=== block 1 ===
==> block_1/clock_nets.png <==
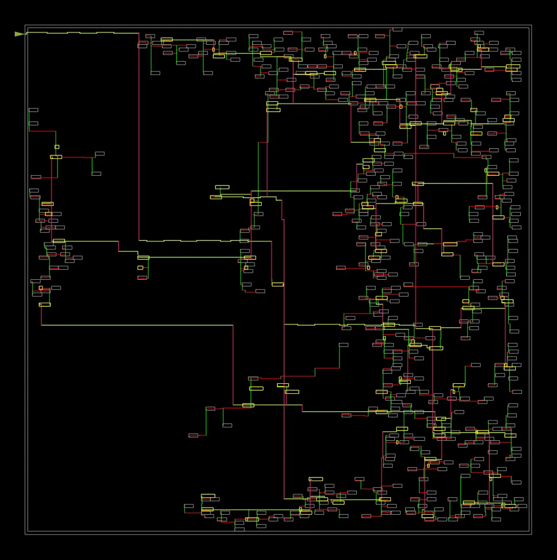

**src/rtl/approx_mult_err_monitor.sv**
```systemverilog
// rtl/approx_mult_err_monitor.sv - error statistics monitor for approximate 32x32 multipliers
// Three-stage pipeline: capture, exact product and |error|, statistics accumulate.
module approx_mult_err_monitor #(
    parameter int WIDTH = 32,
    parameter int CNT_W = 32,
    parameter int ACC_W = 96
) (
    input  logic                 clk,
    input  logic                 rst,
    input  logic                 start,
    input  logic [CNT_W-1:0]     num_samples,
    input  logic                 in_valid,
    output logic                 in_ready,
    input  logic [WIDTH-1:0]     x,
    input  logic [WIDTH-1:0]     y,
    input  logic [2*WIDTH-1:0]   z_approx,
    output logic                 busy,
    output logic                 done,
    output logic [ACC_W-1:0]     err_sum,
    output logic [2*WIDTH-1:0]   err_max,
    output logic [CNT_W-1:0]     err_cnt,
    output logic [CNT_W-1:0]     under_cnt
);

    typedef enum logic [1:0] {IDLE, RUN, DRAIN, DONE} state_t;

    state_t               state, state_next;
    logic [CNT_W-1:0]     num_q;
    logic [CNT_W-1:0]     accepted;
    logic                 take;
    logic                 start_run;

    logic                 v1, v2;
    logic [WIDTH-1:0]     x1, y1;
    logic [2*WIDTH-1:0]   z1;
    logic [2*WIDTH-1:0]   exact1;
    logic [2*WIDTH-1:0]   diff2;
    logic                 lt2;
    logic [ACC_W:0]       sum_ext;

    assign in_ready  = (state == RUN) && (accepted < num_q);
    assign busy      = (state == RUN) || (state == DRAIN);
    assign take      = in_valid && in_ready;
    assign start_run = start && ((state == IDLE) || (state == DONE));

    assign exact1  = (2*WIDTH)'(x1) * (2*WIDTH)'(y1);
    assign sum_ext = {1'b0, err_sum} + (ACC_W+1)'(diff2);

    always_comb begin
        state_next = state;
        case (state)
            IDLE:    if (start) state_next = RUN;
            RUN:     if (accepted == num_q) state_next = DRAIN;
            DRAIN:   if (!v1 && !v2) state_next = DONE;
            DONE:    if (start) state_next = RUN;
            default: state_next = IDLE;
        endcase
    end

    always_ff @(posedge clk) begin
        if (rst) begin
            state    <= IDLE;
            num_q    <= '0;
            accepted <= '0;
            done     <= 1'b0;
        end else begin
            state <= state_next;
            done  <= (state == DRAIN) && !v1 && !v2;
            if (start_run) begin
                num_q    <= num_samples;
                accepted <= '0;
            end else if (take) begin
                accepted <= accepted + 1'b1;
            end
        end
    end

    always_ff @(posedge clk) begin
        if (rst) begin
            v1    <= 1'b0;
            v2    <= 1'b0;
            x1    <= '0;
            y1    <= '0;
            z1    <= '0;
            diff2 <= '0;
            lt2   <= 1'b0;
        end else begin
            v1 <= take;
            v2 <= v1;
            if (take) begin
                x1 <= x;
                y1 <= y;
                z1 <= z_approx;
            end
            if (v1) begin
                diff2 <= (exact1 > z1) ? exact1 - z1 : z1 - exact1;
                lt2   <= (z1 < exact1);
            end
        end
    end

    // Stats only move on a retiring sample; start clears them (pipeline is empty then)
    always_ff @(posedge clk) begin
        if (rst || start_run) begin
            err_sum   <= '0;
            err_max   <= '0;
            err_cnt   <= '0;
            under_cnt <= '0;
        end else if (v2) begin
            err_sum   <= sum_ext[ACC_W] ? {ACC_W{1'b1}} : sum_ext[ACC_W-1:0];
            if (diff2 > err_max) err_max <= diff2;
            err_cnt   <= err_cnt + CNT_W'(diff2 != '0);
            under_cnt <= under_cnt + CNT_W'(lt2);
        end
    end

endmodule

```
**config.mk**
```make
export PLATFORM = sky130hd
export DESIGN_NAME = approx_mult_err_monitor
export DESIGN_NICKNAME = d
export VERILOG_FILES = /design/src/rtl/approx_mult_err_monitor.sv
export SDC_FILE = /design/constraint.sdc
export NUM_CORES = 2
export LEC_CHECK = 0
export CORE_AREA = 2 2 409 411
export DETAILED_ROUTE_END_ITERATION = 16
export DIE_AREA = 0 0 411 413
export GPL_ROUTABILITY_DRIVEN = 1
export HOLD_SLACK_MARGIN = 0.03
export PLACE_DENSITY_LB_ADDON = 0.05
export SYNTH_ARGS = -nofsm -noshare
export SYNTH_HDL_FRONTEND = slang
export SYNTH_SLANG_ARGS = --single-unit
```
**constraint.sdc**
```tcl
create_clock -name clk -period 13.7 [get_ports clk]
set_input_delay 2.74 -clock clk [delete_from_list [all_inputs] [get_ports clk]]
set_output_delay 2.74 -clock clk [all_outputs]
set_load 0.01 [all_outputs]
```
=== block 2 ===
File: src/rtl/dct_pkg.sv
// Shared constants, vector types and rounding helpers for the 1-D IDCT lifting datapath.
package dct_pkg;

  localparam int unsigned FRAC_BITS    = 3;
  localparam int unsigned IDCT_IW      = 22;
  localparam int unsigned IDCT_LATENCY = 7;
  localparam int unsigned IDCT_XW      = IDCT_IW + 4;
  localparam int unsigned SAMPLE_W     = 8;
  localparam int unsigned COEF_W       = 16;

  typedef logic signed [IDCT_IW-1:0]  iw_t;
  typedef logic signed [IDCT_XW-1:0]  xw_t;
  typedef iw_t                        iw_vec_t     [8];
  typedef logic signed [SAMPLE_W-1:0] sample_vec_t [8];
  typedef logic signed [COEF_W-1:0]   coef_vec_t   [8];

  // R(v / 2^(sh-3)): v is divided by 2^(sh-3) before rounding to a multiple of 8,
  // ties away from zero; sh = 3 gives plain R(v).
  function automatic iw_t idct_round(input xw_t v, input int unsigned sh);
    xw_t mag;
    xw_t half;
    xw_t q;
    half = xw_t'(1) <<< (sh - 1);
    mag  = (v < 0) ? -v : v;
    q    = (mag + half) >>> sh;
    if (v < 0) q = -q;
    return iw_t'(q <<< FRAC_BITS);
  endfunction

  function automatic xw_t mulk(input iw_t v, input int unsigned k);
    return xw_t'(v) * xw_t'(k);
  endfunction

  function automatic iw_t hsum(input iw_t a, input iw_t b);
    xw_t s;
    s = xw_t'(a) + xw_t'(b);
    return iw_t'(s >>> 1);
  endfunction

  function automatic iw_t hdif(input iw_t a, input iw_t b);
    xw_t s;
    s = xw_t'(a) - xw_t'(b);
    return iw_t'(s >>> 1);
  endfunction

endpackage

File: src/rtl/dct_pipe_ctrl.sv
// Valid-bit chain and global stall enable for a DEPTH-stage pipeline with output backpressure.
module dct_pipe_ctrl #(
  parameter int unsigned DEPTH = 7
) (
  input  logic clk,
  input  logic rst,
  input  logic in_valid,
  input  logic out_ready,
  output logic en,
  output logic in_ready,
  output logic out_valid
);
  logic [DEPTH-1:0] valid_q;
  logic [DEPTH-1:0] valid_d;

  always_comb begin
    en        = ~valid_q[DEPTH-1] | out_ready;
    in_ready  = en;
    out_valid = valid_q[DEPTH-1];
    valid_d   = {valid_q[DEPTH-2:0], in_valid};
  end

  always_ff @(posedge clk) begin
    if (rst) begin
      valid_q <= '0;
    end else if (en) begin
      valid_q <= valid_d;
    end
  end
endmodule

File: src/rtl/idct_1d_math.sv
// 8-point 1-D IDCT as a lifting pipeline: capture, five lifting/butterfly stages, output stage.
// Build option: define IDCT_SAT_EN to clamp outputs to the W-bit range instead of wrapping.
module idct_1d_math
  import dct_pkg::*;
#(
  parameter int W  = 8,
  parameter int CW = 16
) (
  input  logic                 clk,
  input  logic                 rst,
  input  logic                 in_valid,
  output logic                 in_ready,
  input  logic signed [CW-1:0] x_in  [8],
  output logic                 out_valid,
  input  logic                 out_ready,
  output logic signed [W-1:0]  x_out [8]
);
`ifdef IDCT_SAT_EN
  localparam iw_t SMAX = iw_t'((64'sd1 <<< (W - 1)) - 64'sd1);
  localparam iw_t SMIN = -SMAX - iw_t'(1);
`endif

  logic    en;
  iw_vec_t c_q, c_d, b1_q, b1_d, b2_q, b2_d;
  iw_vec_t a3_q, a3_d, a4_q, a4_d, a5_q, a5_d;
  logic signed [W-1:0] x_q [8];
  logic signed [W-1:0] x_d [8];

  function automatic logic signed [W-1:0] narrow(input iw_t v);
    iw_t c;
    c = v;
`ifdef IDCT_SAT_EN
    if (v > SMAX) c = SMAX;
    else if (v < SMIN) c = SMIN;
`endif
    return c[W-1:0];
  endfunction

  dct_pipe_ctrl #(.DEPTH(IDCT_LATENCY)) u_ctrl (
    .clk       (clk),
    .rst       (rst),
    .in_valid  (in_valid),
    .out_ready (out_ready),
    .en        (en),
    .in_ready  (in_ready),
    .out_valid (out_valid)
  );

  always_comb begin
    iw_t s;
    iw_t d;
    s = '0;
    d = '0;
    for (int unsigned i = 0; i < 8; i++) c_d[i] = iw_t'(x_in[i]) <<< FRAC_BITS;

    b1_d    = c_q;
    b1_d[1] = idct_round(xw_t'(c_q[0]), 4) - c_q[1];
    b1_d[3] = c_q[3] - idct_round(mulk(c_q[2], 3), 6);
    b1_d[4] = c_q[4] + idct_round(xw_t'(c_q[7]), 6);
    b1_d[6] = c_q[6] + idct_round(xw_t'(c_q[5]), 4);

    b2_d    = b1_q;
    b2_d[0] = b1_q[0] - b1_q[1];
    b2_d[2] = b1_q[2] + idct_round(mulk(b1_q[3], 3), 6);
    b2_d[5] = b1_q[5] - idct_round(mulk(b1_q[6], 7), 6);

    a3_d[0] = hsum(b2_q[0], b2_q[3]);
    a3_d[3] = hdif(b2_q[0], b2_q[3]);
    a3_d[1] = hsum(b2_q[1], b2_q[2]);
    a3_d[2] = hdif(b2_q[1], b2_q[2]);
    a3_d[4] = hsum(b2_q[4], b2_q[5]);
    a3_d[5] = hdif(b2_q[4], b2_q[5]);
    a3_d[7] = hsum(b2_q[7], b2_q[6]);
    a3_d[6] = hdif(b2_q[7], b2_q[6]);

    a4_d    = a3_q;
    a4_d[5] = idct_round(mulk(a3_q[6], 5), 6) - a3_q[5];

    a5_d    = a4_q;
    a5_d[6] = a4_q[6] - idct_round(mulk(a4_q[5], 3), 6);

    for (int unsigned i = 0; i < 8; i++) x_d[i] = '0;
    for (int unsigned i = 0; i < 4; i++) begin
      s          = hsum(a5_q[i], a5_q[7-i]);
      d          = hdif(a5_q[i], a5_q[7-i]);
      x_d[i]     = narrow(idct_round(xw_t'(s), 3) >>> FRAC_BITS);
      x_d[7-i]   = narrow(idct_round(xw_t'(d), 3) >>> FRAC_BITS);
    end
  end

  always_ff @(posedge clk) begin
    if (rst) begin
      c_q  <= '{default: '0};
      b1_q <= '{default: '0};
      b2_q <= '{default: '0};
      a3_q <= '{default: '0};
      a4_q <= '{default: '0};
      a5_q <= '{default: '0};
      x_q  <= '{default: '0};
    end else if (en) begin
      c_q  <= c_d;
      b1_q <= b1_d;
      b2_q <= b2_d;
      a3_q <= a3_d;
      a4_q <= a4_d;
      a5_q <= a5_d;
      x_q  <= x_d;
    end
  end

  assign x_out = x_q;
endmodule

File: config.mk
export PLATFORM = sky130hd
export DESIGN_NAME = idct_1d_math
export DESIGN_NICKNAME = d
export VERILOG_FILES = /design/src/rtl/dct_pkg.sv /design/src/rtl/dct_pipe_ctrl.sv /design/src/rtl/idct_1d_math.sv
export SDC_FILE = /design/constraint.sdc
export NUM_CORES = 2
export LEC_CHECK = 0
export CAP_MARGIN = 0
export CORE_ASPECT_RATIO = 0.6
export CORE_MARGIN = 5
export CORE_UTILIZATION = 40
export CTS_CLUSTER_DIAMETER = 60
export DETAILED_ROUTE_END_ITERATION = 7
export DONT_BUFFER_PORTS = 1
export PLACE_DENSITY = 0.57
export SETUP_SLACK_MARGIN = 0.05
export SLEW_MARGIN = 20
export SYNTH_ARGS = -nofsm -noshare
export SYNTH_HDL_FRONTEND = slang
export SYNTH_SLANG_ARGS = --single-unit
File: constraint.sdc
create_clock -name clk -period 18.95 [get_ports clk]
set_input_delay 1.895 -clock clk [delete_from_list [all_inputs] [get_ports clk]]
set_output_delay 1.895 -clock clk [all_outputs]
set_load 0.02 [all_outputs]
=== block 3 ===
<file path="src/rtl/ip2_line_loader.sv">
// ip2_line_loader: packs a 32-bit valid/ready word stream into 128-bit lines
// and writes them into the IP2 input memory. The two memory banks are used
// ping-pong: each full frame hands its bank to the sequencer, and the loader
// stalls while the next bank is still waiting to be released.
//
// Ports:
//   CLK, RST          rising-edge clock, asynchronous active-high reset
//   START             one-cycle pulse: (re)start at bank 0, line 0, flags clear
//   IN_DATA/IN_VALID  stream word and its valid flag
//   IN_READY          word accepted this cycle (high only while packing)
//   BANK_RELEASE      one-cycle pulse: bank REL_BANK has been consumed
//   REL_BANK          bank being released
//   WADDRO/BANKO      line address and bank for the IP2 write port
//   WCEBO             active-low write strobe, low for one cycle per line
//   DO                line data, word 0 in the LSBs
//   FRAME_DONE        pulse coincident with the write of the last frame line
//   FRAME_BANK        bank just completed, valid while FRAME_DONE=1
//   BUSY              per-bank "full, awaiting release" flags
module ip2_line_loader #(
  parameter int unsigned AW          = 14,
  parameter int unsigned FRAME_LINES = 16384
) (
  input  logic          CLK,
  input  logic          RST,
  input  logic          START,
  input  logic [31:0]   IN_DATA,
  input  logic          IN_VALID,
  output logic          IN_READY,
  input  logic          BANK_RELEASE,
  input  logic          REL_BANK,
  output logic [AW-1:0] WADDRO,
  output logic          BANKO,
  output logic          WCEBO,
  output logic [127:0]  DO,
  output logic          FRAME_DONE,
  output logic          FRAME_BANK,
  output logic [1:0]    BUSY
);

  localparam int unsigned WORD_W = 32;
  localparam int unsigned LINE_W = 128;
  localparam logic [AW-1:0] LAST_LINE = AW'(FRAME_LINES - 1);

  typedef enum logic [1:0] {
    IDLE      = 2'd0,
    PACK      = 2'd1,
    WAIT_BANK = 2'd2
  } state_t;

  state_t                  state_q, state_d;
  logic [1:0]              word_cnt_q, word_cnt_d;
  logic [AW-1:0]           line_addr_q, line_addr_d;
  logic                    bank_q, bank_d;
  logic [2:0][WORD_W-1:0]  slot_q, slot_d;

  logic [AW-1:0]           waddr_d;
  logic                    banko_d;
  logic                    wceb_d;
  logic [LINE_W-1:0]       do_d;
  logic                    fdone_d;
  logic                    fbank_d;
  logic [1:0]              busy_d;
  logic                    ready_d;

  logic [1:0]              rel_mask;
  logic [1:0]              set_mask;
  logic [1:0]              busy_rel;

  // Release clears a flag; the completed frame's flag is set one edge after
  // its FRAME_DONE cycle, and set overrides a same-edge release.
  assign rel_mask = {2{BANK_RELEASE}} & {REL_BANK, ~REL_BANK};
  assign set_mask = {2{FRAME_DONE}} & {FRAME_BANK, ~FRAME_BANK};
  assign busy_rel = BUSY & ~rel_mask;

  // State and output registers
  always_ff @(posedge CLK or posedge RST) begin
    if (RST) begin
      state_q     <= IDLE;
      word_cnt_q  <= 2'd0;
      line_addr_q <= '0;
      bank_q      <= 1'b0;
      slot_q      <= '0;
      WADDRO      <= '0;
      BANKO       <= 1'b0;
      WCEBO       <= 1'b1;
      DO          <= '0;
      FRAME_DONE  <= 1'b0;
      FRAME_BANK  <= 1'b0;
      BUSY        <= 2'b00;
      IN_READY    <= 1'b0;
    end else begin
      state_q     <= state_d;
      word_cnt_q  <= word_cnt_d;
      line_addr_q <= line_addr_d;
      bank_q      <= bank_d;
      slot_q      <= slot_d;
      WADDRO      <= waddr_d;
      BANKO       <= banko_d;
      WCEBO       <= wceb_d;
      DO          <= do_d;
      FRAME_DONE  <= fdone_d;
      FRAME_BANK  <= fbank_d;
      BUSY        <= busy_d;
      IN_READY    <= ready_d;
    end
  end

  // Next-state, packing and write generation
  always_comb begin
    state_d     = state_q;
    word_cnt_d  = word_cnt_q;
    line_addr_d = line_addr_q;
    bank_d      = bank_q;
    slot_d      = slot_q;
    waddr_d     = WADDRO;
    banko_d     = BANKO;
    wceb_d      = 1'b1;
    do_d        = DO;
    fdone_d     = 1'b0;
    fbank_d     = FRAME_BANK;
    busy_d      = busy_rel | set_mask;

    if (START) begin
      // Any partial line is dropped; a write already on the port completes.
      state_d     = PACK;
      word_cnt_d  = 2'd0;
      line_addr_d = '0;
      bank_d      = 1'b0;
      busy_d      = 2'b00;
    end else begin
      case (state_q)
        IDLE: begin
        end

        PACK: begin
          if (IN_VALID) begin
            word_cnt_d = word_cnt_q + 2'd1;
            case (word_cnt_q)
              2'd0: slot_d[0] = IN_DATA;
              2'd1: slot_d[1] = IN_DATA;
              2'd2: slot_d[2] = IN_DATA;
              default: begin
                // Fourth word goes straight to the line register: no bubble.
                do_d    = {IN_DATA, slot_q[2], slot_q[1], slot_q[0]};
                waddr_d = line_addr_q;
                banko_d = bank_q;
                wceb_d  = 1'b0;
                if (line_addr_q == LAST_LINE) begin
                  fdone_d     = 1'b1;
                  fbank_d     = bank_q;
                  line_addr_d = '0;
                  bank_d      = ~bank_q;
                  if (busy_rel[~bank_q]) begin
                    state_d = WAIT_BANK;
                  end
                end else begin
                  line_addr_d = line_addr_q + AW'(1);
                end
              end
            endcase
          end
        end

        WAIT_BANK: begin
          if (!BUSY[bank_q]) begin
            state_d = PACK;
          end
        end

        default: begin
          state_d = IDLE;
        end
      endcase
    end

    ready_d = (state_d == PACK);
  end

endmodule

</file>
<file path="config.mk">
export PLATFORM = sky130hd
export DESIGN_NAME = ip2_line_loader
export DESIGN_NICKNAME = d
export VERILOG_FILES = /design/src/rtl/ip2_line_loader.sv
export SDC_FILE = /design/constraint.sdc
export NUM_CORES = 1
export LEC_CHECK = 0
export ABC_AREA = 0
export CAP_MARGIN = 20
export CORE_MARGIN = 2
export CORE_UTILIZATION = 56
export CTS_CLUSTER_SIZE = 28
export DETAILED_ROUTE_END_ITERATION = 8
export GPL_ROUTABILITY_DRIVEN = 0
export GPL_TIMING_DRIVEN = 0
export PLACE_DENSITY_LB_ADDON = 0.3
export SETUP_SLACK_MARGIN = 0.4
export SLEW_MARGIN = 20
export SYNTH_ARGS = -nofsm -noshare
export SYNTH_HDL_FRONTEND = slang
export SYNTH_SLANG_ARGS = --single-unit
</file>
<file path="constraint.sdc">
create_clock -name CLK -period 14.35 [get_ports CLK]
set_input_delay 2.87 -clock CLK [delete_from_list [all_inputs] [get_ports CLK]]
set_output_delay 2.87 -clock CLK [all_outputs]
set_load 0.03 [all_outputs]
</file>

==> notes/layouts.md <==
Pictures saved along the way, in no particular order.

Port wiring.
Plate I
Scale: 1 px per um.
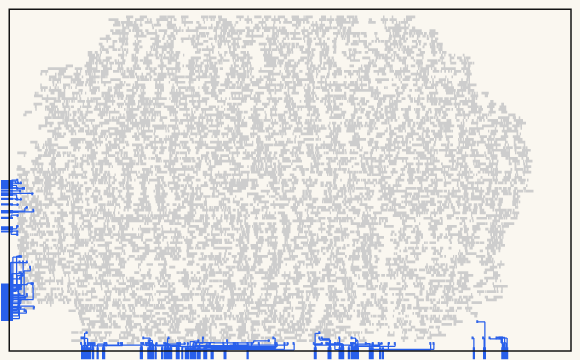
Plate II
Scale: 3 px per um.
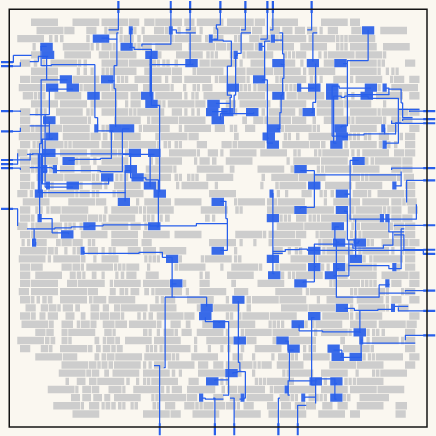
Plate III
Scale: 1 px per um.
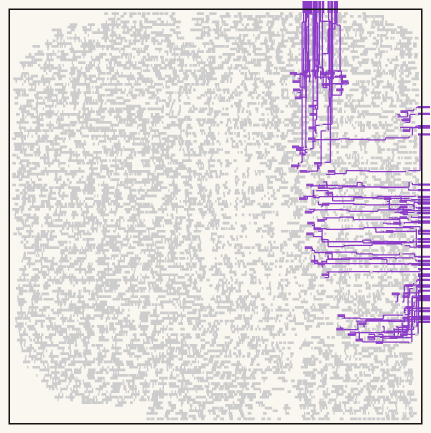
For block 2, see Plate I.
For block 1, see Plate III.
For block 3, see Plate II.
- fewest cells: Plate II
- smallest die: Plate II

==> block_2/clock_nets.png <==
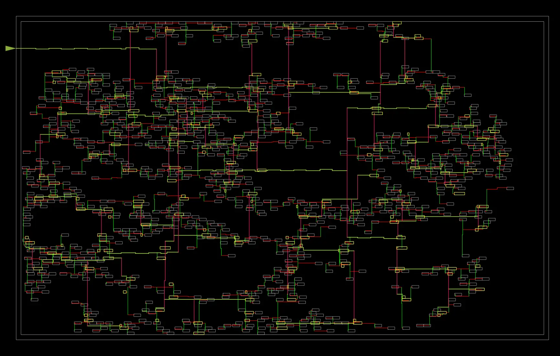
Worst-Skew Late Latency: 0.78 ns
seq_cells: 956

==> changes_impl.md, block 2 <==
## Implementation

- Number of enable flip-flop cells: 0
- Slowest-stage cell, CP: a2111oi_0
- #FFs+latches synth: roughly 960
- F_max: between 100 and 150 MHz
- Ant. Diodes: 0
- Root Driver: clkbuf_16
- Critical Path Source: b1_q[95]
- WP data required: 19.56 ns
- Final Wtd Congestion: roughly 0.91
- Pre-CTS WS: slightly below 10 ns
- Max-slew headroom: between 20% and 30%
- Reg-to-reg startpoint: b1_q[95]
- Hold path cells: 2
- Num CTS Buffers: about 110
- Met2 Resource Use GR: between 30% and 40%
- Status: finished, final reports clean
- Netlist area before placement: a little over 70000 um2
- Slew Viols, Final: 0
- Logic power comb: 8880 uW
- Rows: between 100 and 150
- Main flop type after synthesis: dfxtp_1
- Total setup buffers inserted after CTS: 0
- First-pass DRT Iterations: 6
- Register area: 19100 um2
- Worst Tran Pin Value: ~1.1 ns
- Cycle use final: between 40% and 50%
- Top power group: combinational cells
- Invs w/o clock: approximately 580
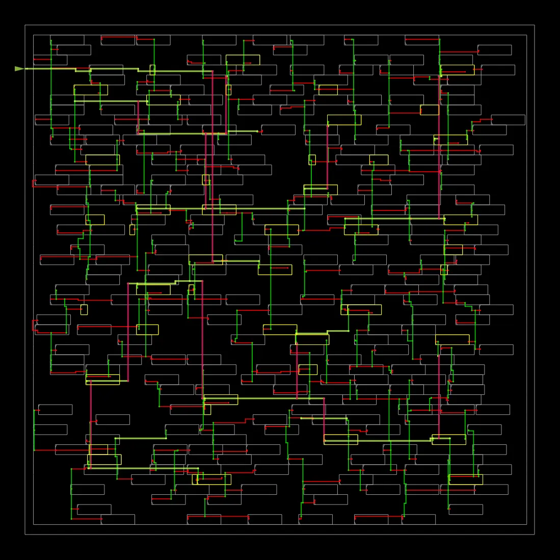
(block_3/clock_nets.png)
clkbuf count: 39
clk sinks: 264
P_clk: 661 uW
Worst-Skew Late Latency: 0.52 ns
Worst Skew: 0.0121 ns

==> changes_impl.md, block 3 <==
## Implementation

- Ao+oa area frac: 2.19%
- # Cells Yosys: roughly 940
- CP top delay family: buffers and inverters
- WP data required: approximately 15 ns
- Crit-path cells: clkdlybuf4s50_1, nand4b_1, nor2_1, inv_1, clkbuf_1, clkbuf_1, nand2_1, nand2_1
- Sequential share of power: a little under half
- Util after Layout: between 70% and 80%
- Total Power: approximately 2100 uW
- Routed Antenna Nets: 0
- Combinational power share: between 20% and 30%
- Critical Path Source: IN_VALID
- R2R depth: 8
- Num CTS Buffers: 27
- CP peak stage delay: roughly 0.79 ns
- WL met2: 12.0 mm
- Dpl hpwl: ~16 mm
- Gate Area: approximately 3300 um2
- Htree depth: 1
- Unrepaired setup endpoints after global routing: no
- Yosys simple share: about 18%
- Status: finished, final reports clean
- R2R setup slack: roughly 11 ns
- Sequential share of cell area: roughly 50%
- Seq_cells: 264
- Top non-seq family: simple AND/OR/NAND/NOR gates
- Reg-to-reg startpoint: word_cnt_q[1]
- Largest reg by FF count: DO
- Most numerous cell in the Yosys netlist: nand2_1
- Post-Layout Cell Count: approximately 1400
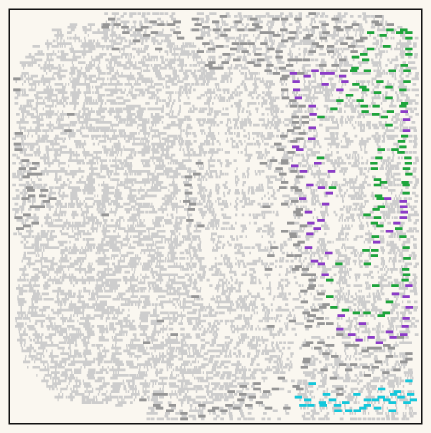
(block_1/ff_map.png)
Scale: 1 px per um. Other sequential cells in the stronger grey, the rest of the logic in the fainter grey.
err_max: shown in purple, placed flops 64. err_sum: shown in green, placed flops 96. num_q: shown in cyan, placed flops 32, where lower right.
Another 294 sequential cells are not coloured.

About block_1/clock_nets.png:
Worst-Skew Late Latency: 0.73 ns
clk sinks: 486
Num CTS Buffers: 68
clkbuf count: 92

==> changes_impl.md, block 1 <==
## Implementation

- Status: finished, final reports clean
- Root Driver: clkbuf_16
- Pleak: roughly 0.033 uW
- Post-Place Cell Area: just over 70000 um2
- First-pass DRT Iterations: 6
- CP top delay family: adder cells
- Total Power: between 9000 and 10000 uW
- Synthesized Nets: roughly 9500
- GRT busiest layer: met2
- Drt total wl: 227 mm
- Most numerous cell in the Yosys netlist: inv_1
- # Cells Yosys: approximately 7800
- Switch Pwr: approximately 5000 uW
- OpenROAD warning count: around 98
- Met1 wire length: ~110 mm
- Register area: 9760 um2
- Nets: 9573
- Critical path buffers and inverters: 9
- Hold_sp: num_q[3]
- Top cell category: combinational gates
- Signal buf overhead: around 6.3%
- DR vias/cell: between 5 and 6
- Final Wtd Congestion: between 0.9 and 1
- Pre-CTS WS: 1.18 ns
- R2R setup slack: between 1 and 1.5 ns
- Clock share of power: between 10% and 20%

=== block 4 ===
$ cat src/rtl/iob_cache_front_end_q.sv
// iob_cache_front_end_q: queued IOb front end that splits requests into cache-memory and control ports.
// Define IOB_CACHE_FE_STATS_EN to add rd_cnt_o/wr_cnt_o pop counters.
module iob_cache_front_end_q #(
  parameter int ADDR_W = 32,
  parameter int DATA_W = 32,
  parameter int DEPTH = 4,
  parameter int USE_CTRL = 0,
  parameter int IOB_CACHE_SWREG_ADDR_W = 5
) (
  input  logic                              clk_i,
  input  logic                              rst_i,
  input  logic                              cke_i,
  input  logic                              iob_avalid_i,
  input  logic [ADDR_W-1:0]                 iob_addr_i,
  input  logic [DATA_W-1:0]                 iob_wdata_i,
  input  logic [DATA_W/8-1:0]               iob_wstrb_i,
  input  logic [3:0]                        iob_acache_i,
  output logic                              iob_ready_o,
  output logic                              iob_rvalid_o,
  output logic [DATA_W-1:0]                 iob_rdata_o,
  output logic                              data_req_o,
  output logic [ADDR_W-USE_CTRL-1:0]        data_addr_o,
  output logic [DATA_W-1:0]                 data_wdata_o,
  output logic [DATA_W/8-1:0]               data_wstrb_o,
  output logic [3:0]                        data_acache_o,
  input  logic [DATA_W-1:0]                 data_rdata_i,
  input  logic                              data_ack_i,
  output logic                              ctrl_req_o,
  output logic [IOB_CACHE_SWREG_ADDR_W-1:0] ctrl_addr_o,
  input  logic [DATA_W-1:0]                 ctrl_rdata_i,
  input  logic                              ctrl_ack_i,
  output logic [$clog2(DEPTH):0]            occupancy_o
`ifdef IOB_CACHE_FE_STATS_EN
  ,
  output logic [31:0]                       rd_cnt_o,
  output logic [31:0]                       wr_cnt_o
`endif
);
  localparam int PTR_W = $clog2(DEPTH);
  localparam int OCC_W = PTR_W + 1;
  logic [ADDR_W-1:0]   addr_q   [DEPTH];
  logic [DATA_W-1:0]   wdata_q  [DEPTH];
  logic [DATA_W/8-1:0] wstrb_q  [DEPTH];
  logic [3:0]          acache_q [DEPTH];
  logic [DEPTH-1:0]    we_q, ctrl_q;
  logic [PTR_W-1:0]    wptr_q, wptr_d, rptr_q, rptr_d;
  logic [OCC_W-1:0]    occ_q, occ_d;
  logic non_empty, head_ctrl, push, pop;
  assign non_empty = occ_q != '0;
  assign head_ctrl = ctrl_q[rptr_q];
  // occupancy never exceeds DEPTH, so its MSB alone flags a full queue
  assign iob_ready_o = cke_i & ~occ_q[PTR_W];
  assign push = iob_avalid_i & iob_ready_o;
  assign pop = cke_i & ~rst_i & non_empty & (head_ctrl ? ctrl_ack_i : data_ack_i);
  assign iob_rvalid_o = pop & ~we_q[rptr_q];
  assign iob_rdata_o = head_ctrl ? ctrl_rdata_i : data_rdata_i;
  assign data_req_o = non_empty & ~head_ctrl;
  assign data_addr_o = addr_q[rptr_q][ADDR_W-USE_CTRL-1:0];
  assign data_wdata_o = wdata_q[rptr_q];
  assign data_wstrb_o = wstrb_q[rptr_q];
  assign data_acache_o = acache_q[rptr_q];
  assign ctrl_req_o = non_empty & head_ctrl;
  assign ctrl_addr_o = ctrl_req_o ? addr_q[rptr_q][IOB_CACHE_SWREG_ADDR_W-1:0] : '0;
  assign occupancy_o = occ_q;
  always_comb begin
    wptr_d = wptr_q + PTR_W'(push);
    rptr_d = rptr_q + PTR_W'(pop);
    occ_d = occ_q + OCC_W'(push) - OCC_W'(pop);
  end
  always_ff @(posedge clk_i) begin
    if (rst_i) begin
      wptr_q <= '0;
      rptr_q <= '0;
      occ_q <= '0;
    end else begin
      wptr_q <= wptr_d;
      rptr_q <= rptr_d;
      occ_q <= occ_d;
    end
  end
  always_ff @(posedge clk_i) begin
    if (push) begin
      addr_q[wptr_q] <= iob_addr_i;
      wdata_q[wptr_q] <= iob_wdata_i;
      wstrb_q[wptr_q] <= iob_wstrb_i;
      acache_q[wptr_q] <= iob_acache_i;
      we_q[wptr_q] <= |iob_wstrb_i;
      ctrl_q[wptr_q] <= (USE_CTRL != 0) & iob_addr_i[ADDR_W-1];
    end
  end
`ifdef IOB_CACHE_FE_STATS_EN
  logic [31:0] rd_cnt_q, wr_cnt_q;
  always_ff @(posedge clk_i) begin
    if (rst_i) begin
      rd_cnt_q <= '0;
      wr_cnt_q <= '0;
    end else begin
      if (pop & ~we_q[rptr_q]) rd_cnt_q <= rd_cnt_q + 32'd1;
      if (pop & we_q[rptr_q]) wr_cnt_q <= wr_cnt_q + 32'd1;
    end
  end
  assign rd_cnt_o = rd_cnt_q;
  assign wr_cnt_o = wr_cnt_q;
`endif
endmodule

$ cat config.mk
export PLATFORM = sky130hd
export DESIGN_NAME = iob_cache_front_end_q
export DESIGN_NICKNAME = d
export VERILOG_FILES = /design/src/rtl/iob_cache_front_end_q.sv
export SDC_FILE = /design/constraint.sdc
export NUM_CORES = 1
export LEC_CHECK = 0
export CAP_MARGIN = 5
export CORE_ASPECT_RATIO = 1.75
export CORE_MARGIN = 2
export CORE_UTILIZATION = 40
export CTS_CLUSTER_SIZE = 24
export DETAILED_ROUTE_END_ITERATION = 7
export GPL_ROUTABILITY_DRIVEN = 0
export PLACE_DENSITY = 0.71
export SLEW_MARGIN = 0
export SYNTH_ARGS = -nofsm -noshare
export SYNTH_HDL_FRONTEND = slang
export SYNTH_SLANG_ARGS = --single-unit
$ cat constraint.sdc
create_clock -name clk_i -period 7.1 [get_ports clk_i]
set_input_delay 0.71 -clock clk_i [delete_from_list [all_inputs] [get_ports clk_i]]
set_output_delay 0.71 -clock clk_i [all_outputs]
set_load 0.03 [all_outputs]
=== block 5 ===
### src/rtl/vedic_mac_accum_if.sv
// ============================================================================
//  Module   : vedic_mac_accum_if
//  Purpose  : Product-in / result-out handshake bundle for vedic_mac_accum.
//             master = stimulus / multiplier side, slave = accumulator.
//  Revision : 1.0  initial release
// ============================================================================
`default_nettype none

interface vedic_mac_accum_if #(
    parameter int ACC_W = 10,
    parameter int CNT_W = 4
);
    logic             start;
    logic [CNT_W-1:0] len;
    logic [7:0]       p;
    logic             p_valid;
    logic             p_ready;
    logic [ACC_W-1:0] res;
    logic             res_valid;
    logic             res_ready;
    logic             ovf;
    logic             busy;

    modport master (
        output start, len, p, p_valid, res_ready,
        input  p_ready, res, res_valid, ovf, busy
    );

    modport slave (
        input  start, len, p, p_valid, res_ready,
        output p_ready, res, res_valid, ovf, busy
    );
endinterface

`default_nettype wire

### src/rtl/vedic_mac_accum.sv
// ============================================================================
//  Module   : vedic_mac_accum
//  Purpose  : Sums a programmed number of 8-bit products from the Vedic 4x4
//             multiplier and presents the total with a sticky overflow flag
//             on a held result handshake.
//  Options  : VEDIC_MAC_SAT_EN defined -> saturating accumulation,
//             undefined -> wrapping accumulation (default).
//  Revision : 1.0  initial release
// ============================================================================
`default_nettype none

module vedic_mac_accum #(
    parameter int ACC_W = 10,
    parameter int CNT_W = 4
) (
    input  wire logic         clk,
    input  wire logic         rst_n,
    vedic_mac_accum_if.slave  bus
);
    localparam logic [1:0]       c_IDLE    = 2'd0;
    localparam logic [1:0]       c_ACCUM   = 2'd1;
    localparam logic [1:0]       c_DONE    = 2'd2;
    localparam logic [ACC_W-1:0] c_ACC_MAX = '1;

    logic [1:0]       r_state;
    logic [1:0]       w_state_nxt;
    logic [ACC_W-1:0] r_acc;
    logic [CNT_W-1:0] r_rem;
    logic [ACC_W-1:0] r_res;
    logic             r_ovf;

    logic             w_xfer;
    logic             w_last;
    logic [ACC_W:0]   w_sum;
    logic             w_carry;
    logic [ACC_W-1:0] w_acc_nxt;
    logic             w_p_ready;
    logic             w_res_valid;
    logic             w_busy;

    // One extra bit on the adder captures the carry used as the overflow flag.
    assign w_xfer  = (r_state == c_ACCUM) && bus.p_valid;
    assign w_last  = w_xfer && (r_rem == CNT_W'(1));
    assign w_sum   = {1'b0, r_acc} + {{(ACC_W-7){1'b0}}, bus.p};
    assign w_carry = w_sum[ACC_W];

`ifdef VEDIC_MAC_SAT_EN
    // Once clamped at the maximum, any further add carries again, so the
    // value stays pinned for the rest of the run.
    assign w_acc_nxt = w_carry ? c_ACC_MAX : w_sum[ACC_W-1:0];
`else
    assign w_acc_nxt = w_sum[ACC_W-1:0];
`endif

    // State register.
    always_ff @(posedge clk or negedge rst_n) begin
        if (!rst_n) r_state <= c_IDLE;
        else        r_state <= w_state_nxt;
    end

    // Next-state decode; start is only looked at while idle.
    always_comb begin
        w_state_nxt = r_state;
        case (r_state)
            c_IDLE:  if (bus.start) w_state_nxt = (bus.len != '0) ? c_ACCUM : c_DONE;
            c_ACCUM: if (w_last)    w_state_nxt = c_DONE;
            c_DONE:  if (bus.res_ready) w_state_nxt = c_IDLE;
            default: w_state_nxt = c_IDLE;
        endcase
    end

    // Handshake outputs decoded purely from the registered state.
    always_comb begin
        w_p_ready   = 1'b0;
        w_res_valid = 1'b0;
        w_busy      = 1'b0;
        case (r_state)
            c_ACCUM: begin
                w_p_ready = 1'b1;
                w_busy    = 1'b1;
            end
            c_DONE: begin
                w_res_valid = 1'b1;
                w_busy      = 1'b1;
            end
            default: ;
        endcase
    end

    // Accumulator, run-length counter, result and sticky overflow.
    always_ff @(posedge clk or negedge rst_n) begin
        if (!rst_n) begin
            r_acc <= '0;
            r_rem <= '0;
            r_res <= '0;
            r_ovf <= 1'b0;
        end else begin
            case (r_state)
                c_IDLE: begin
                    if (bus.start) begin
                        r_acc <= '0;
                        r_ovf <= 1'b0;
                        r_rem <= bus.len;
                        if (bus.len == '0) r_res <= '0;
                    end
                end
                c_ACCUM: begin
                    if (w_xfer) begin
                        r_acc <= w_acc_nxt;
                        r_rem <= r_rem - CNT_W'(1);
                        r_ovf <= r_ovf | w_carry;
                        if (w_last) r_res <= w_acc_nxt;
                    end
                end
                default: ;
            endcase
        end
    end

    assign bus.p_ready   = w_p_ready;
    assign bus.res_valid = w_res_valid;
    assign bus.busy      = w_busy;
    assign bus.res       = r_res;
    assign bus.ovf       = r_ovf;

endmodule

`default_nettype wire

### src/flat_wrapper.sv
// flat-port wrapper written by rule: the top's interface ports become plain ports
module vedic_mac_accum_flat 
#(
    parameter int ACC_W = 10,
    parameter int CNT_W = 4
)
  (clk, rst_n, bus_start, bus_len, bus_p, bus_p_valid, bus_res_ready, bus_p_ready, bus_res, bus_res_valid, bus_ovf, bus_busy);
  vedic_mac_accum_if #(.ACC_W(ACC_W), .CNT_W(CNT_W)) bus_i ();
  input  wire logic clk;
  input  wire logic rst_n;
  input wire logic [$bits(bus_i.start)-1:0] bus_start;
  input wire logic [$bits(bus_i.len)-1:0] bus_len;
  input wire logic [$bits(bus_i.p)-1:0] bus_p;
  input wire logic [$bits(bus_i.p_valid)-1:0] bus_p_valid;
  input wire logic [$bits(bus_i.res_ready)-1:0] bus_res_ready;
  output wire logic [$bits(bus_i.p_ready)-1:0] bus_p_ready;
  output wire logic [$bits(bus_i.res)-1:0] bus_res;
  output wire logic [$bits(bus_i.res_valid)-1:0] bus_res_valid;
  output wire logic [$bits(bus_i.ovf)-1:0] bus_ovf;
  output wire logic [$bits(bus_i.busy)-1:0] bus_busy;
  assign bus_i.start = bus_start;
  assign bus_i.len = bus_len;
  assign bus_i.p = bus_p;
  assign bus_i.p_valid = bus_p_valid;
  assign bus_i.res_ready = bus_res_ready;
  assign bus_p_ready = bus_i.p_ready;
  assign bus_res = bus_i.res;
  assign bus_res_valid = bus_i.res_valid;
  assign bus_ovf = bus_i.ovf;
  assign bus_busy = bus_i.busy;
  vedic_mac_accum #(.ACC_W(ACC_W), .CNT_W(CNT_W)) u_core (.clk(clk), .rst_n(rst_n), .bus(bus_i));
endmodule
### config.mk
export PLATFORM = sky130hd
export DESIGN_NAME = vedic_mac_accum_flat
export DESIGN_NICKNAME = d
export VERILOG_FILES = /design/src/rtl/vedic_mac_accum_if.sv /design/src/rtl/vedic_mac_accum.sv /design/src/flat_wrapper.sv
export SDC_FILE = /design/constraint.sdc
export NUM_CORES = 1
export LEC_CHECK = 0
export CORE_MARGIN = 1.5
export CORE_UTILIZATION = 35
export CTS_BUF_LIST = sky130_fd_sc_hd__clkbuf_8
export DETAILED_ROUTE_END_ITERATION = 8
export PLACE_DENSITY = 0.63
export SLEW_MARGIN = 20
export SYNTH_ARGS = -nofsm -noshare
export SYNTH_HDL_FRONTEND = slang
export SYNTH_SLANG_ARGS = --single-unit
export TNS_END_PERCENT = 30
### constraint.sdc
create_clock -name clk -period 6 [get_ports clk]
set_clock_uncertainty 0.15 [all_clocks]
set_input_delay 0.6 -clock clk [delete_from_list [all_inputs] [get_ports clk]]
set_output_delay 0.6 -clock clk [all_outputs]
set_load 0.005 [all_outputs]

==> gallery <==
Port wiring.
shot_01.png
Scale: 2 px per um.
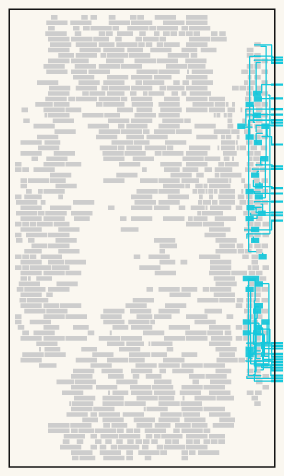
shot_02.png
Scale: 4 px per um.
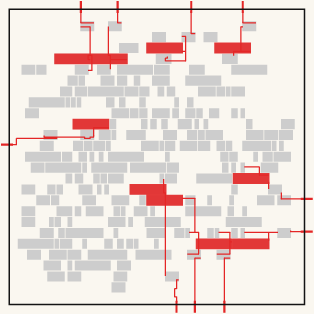
Of these, most cells: shot_01.png
For block 4, see shot_01.png.
For block 5, see shot_02.png.

Key to shot_02.png:
bus_res: shown in red, bits 10, direction output, end cells 10, buffers 10, wire 233 um.

==> block_4/gates.png <==
Scale: 3 px per um.
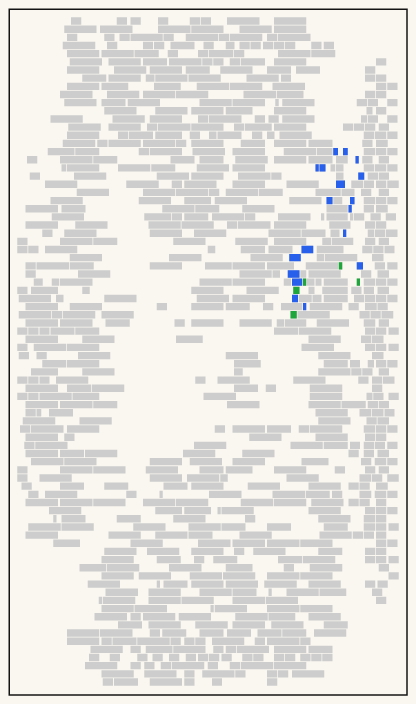
nor cells: shown in blue, cells 18. nand cells: shown in green, cells 5, where middle right.
Commonest Layout Cell: edfxtp_1
multi-input combinational area share: 15.4%
Post-Layout Cell Count: 1147

==> changes_impl.md, block 4 <==
## Implementation

- Number of enable flip-flop cells: 296
- Total track usage: ~17%
- Port bufs: 257
- Dpl cells: roughly 1100
- Dpl hpwl: 16.6 mm
- Hold_sp: ctrl_q[0]
- Status: finished, final reports clean
- Bufs w/o clock: around 260
- Total global routing overflow: 0
- Invs w/o clock: 2
- Total setup buffers inserted after CTS: 0
- Metal3 WL: about 1.8 mm
- Root Driver: clkbuf_16
- Post-synth area hogs: edfxtp_1 (77%), mux4_2 (15%), mux2_2 (3.1%)
- Switch Pwr: approximately 1200 uW
- Sequential share of cell area: approximately three fifths
- TAP cells: ~380
- Clk sinks: 303
- Yosys simple share: about 1.7%
- Fraction of layout cells with a size suffix above 1: slightly above 20%
- Area share, top type: 77.4%
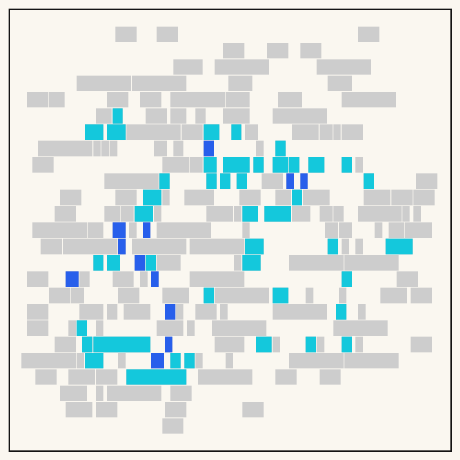
(block_5/gates.png)
Scale: 6 px per um.
nor cells: shown in blue, cells 12. aoi and oai cells: shown in cyan, cells 44.

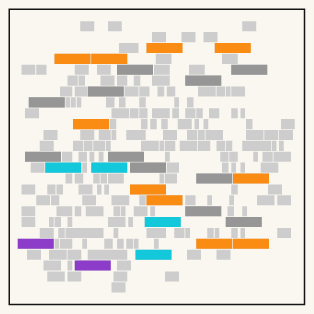
(block_5/ff_map.png)
Scale: 4 px per um. Other sequential cells in the stronger grey, the rest of the logic in the fainter grey.
u_core.r_rem: shown in cyan, placed flops 4. u_core.bus.res: shown in orange, placed flops 10. u_core.r_state: shown in purple, placed flops 2.
Another 11 sequential cells are not coloured.
register area: 676 um2
Util after Layout: 45.0%
sequential share of cell area: 31.6%
Sequential Power: 281 uW

==> changes_impl.md, block 5 <==
## Implementation

- ClkCell Share: about 2.2%
- Switch Pwr: roughly 370 uW
- CP endpoint: u_core.bus.res[9]
- Post-synth top area cell: dfrtp_1
- Routed Antenna Nets: 0
- Status: finished, final reports clean
- Port bufs: 30
- Reg-to-reg startpoint: u_core.r_state[1]
- Sw frac: 42.1%
- Commonest Layout Cell: clkdlybuf4s50_1
- Post-synth area hogs: dfrtp_1 (39%), ha_1 (9.4%), nand2_1 (5.0%)
- Total setup buffers inserted after CTS: 0
- TAP cells: roughly 67
- Hold Path Sink: u_core.bus.res[2]
- CTS tree: built


## Gallery

Cell density map.
panel A
Scale: 0.5 px per um. The die is cut into 28 by 17 equal tiles; dark purple is low, yellow is high, 0 to 100% covered.
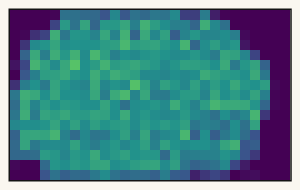
panel B
The die is cut into 21 by 21 equal tiles; dark purple is low, yellow is high, 0 to 100% covered.
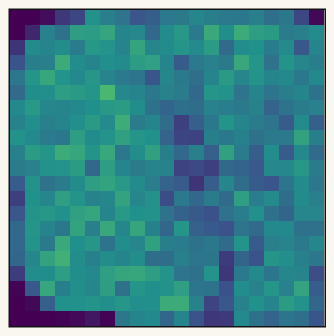
panel C
Scale: 1.5 px per um. The die is cut into 13 by 23 equal tiles; dark purple is low, yellow is high, 0 to 100% covered.
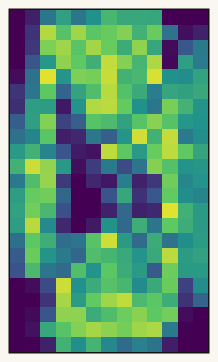
panel D
Scale: 2 px per um. The die is cut into 14 by 14 equal tiles; dark purple is low, yellow is high, 0 to 100% covered.
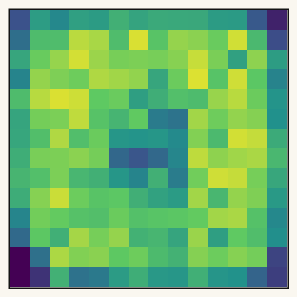
panel E
Scale: 4 px per um. The die is cut into 7 by 7 equal tiles; dark purple is low, yellow is high, 0 to 100% covered.
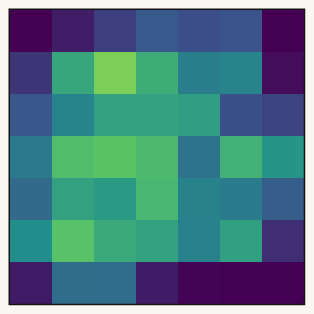
| picture | from |
|---|---|
| panel C | block 4 |
| panel A | block 2 |
| panel B | block 1 |
| panel D | block 3 |
| panel E | block 5 |
The one with the highest utilization is panel D.

Key to panel A:
The fullest tile reaches 72%. 16% of the tiles are nearly empty. The mean over all tiles is 40%.

Power and IR drop assume default switching activity.
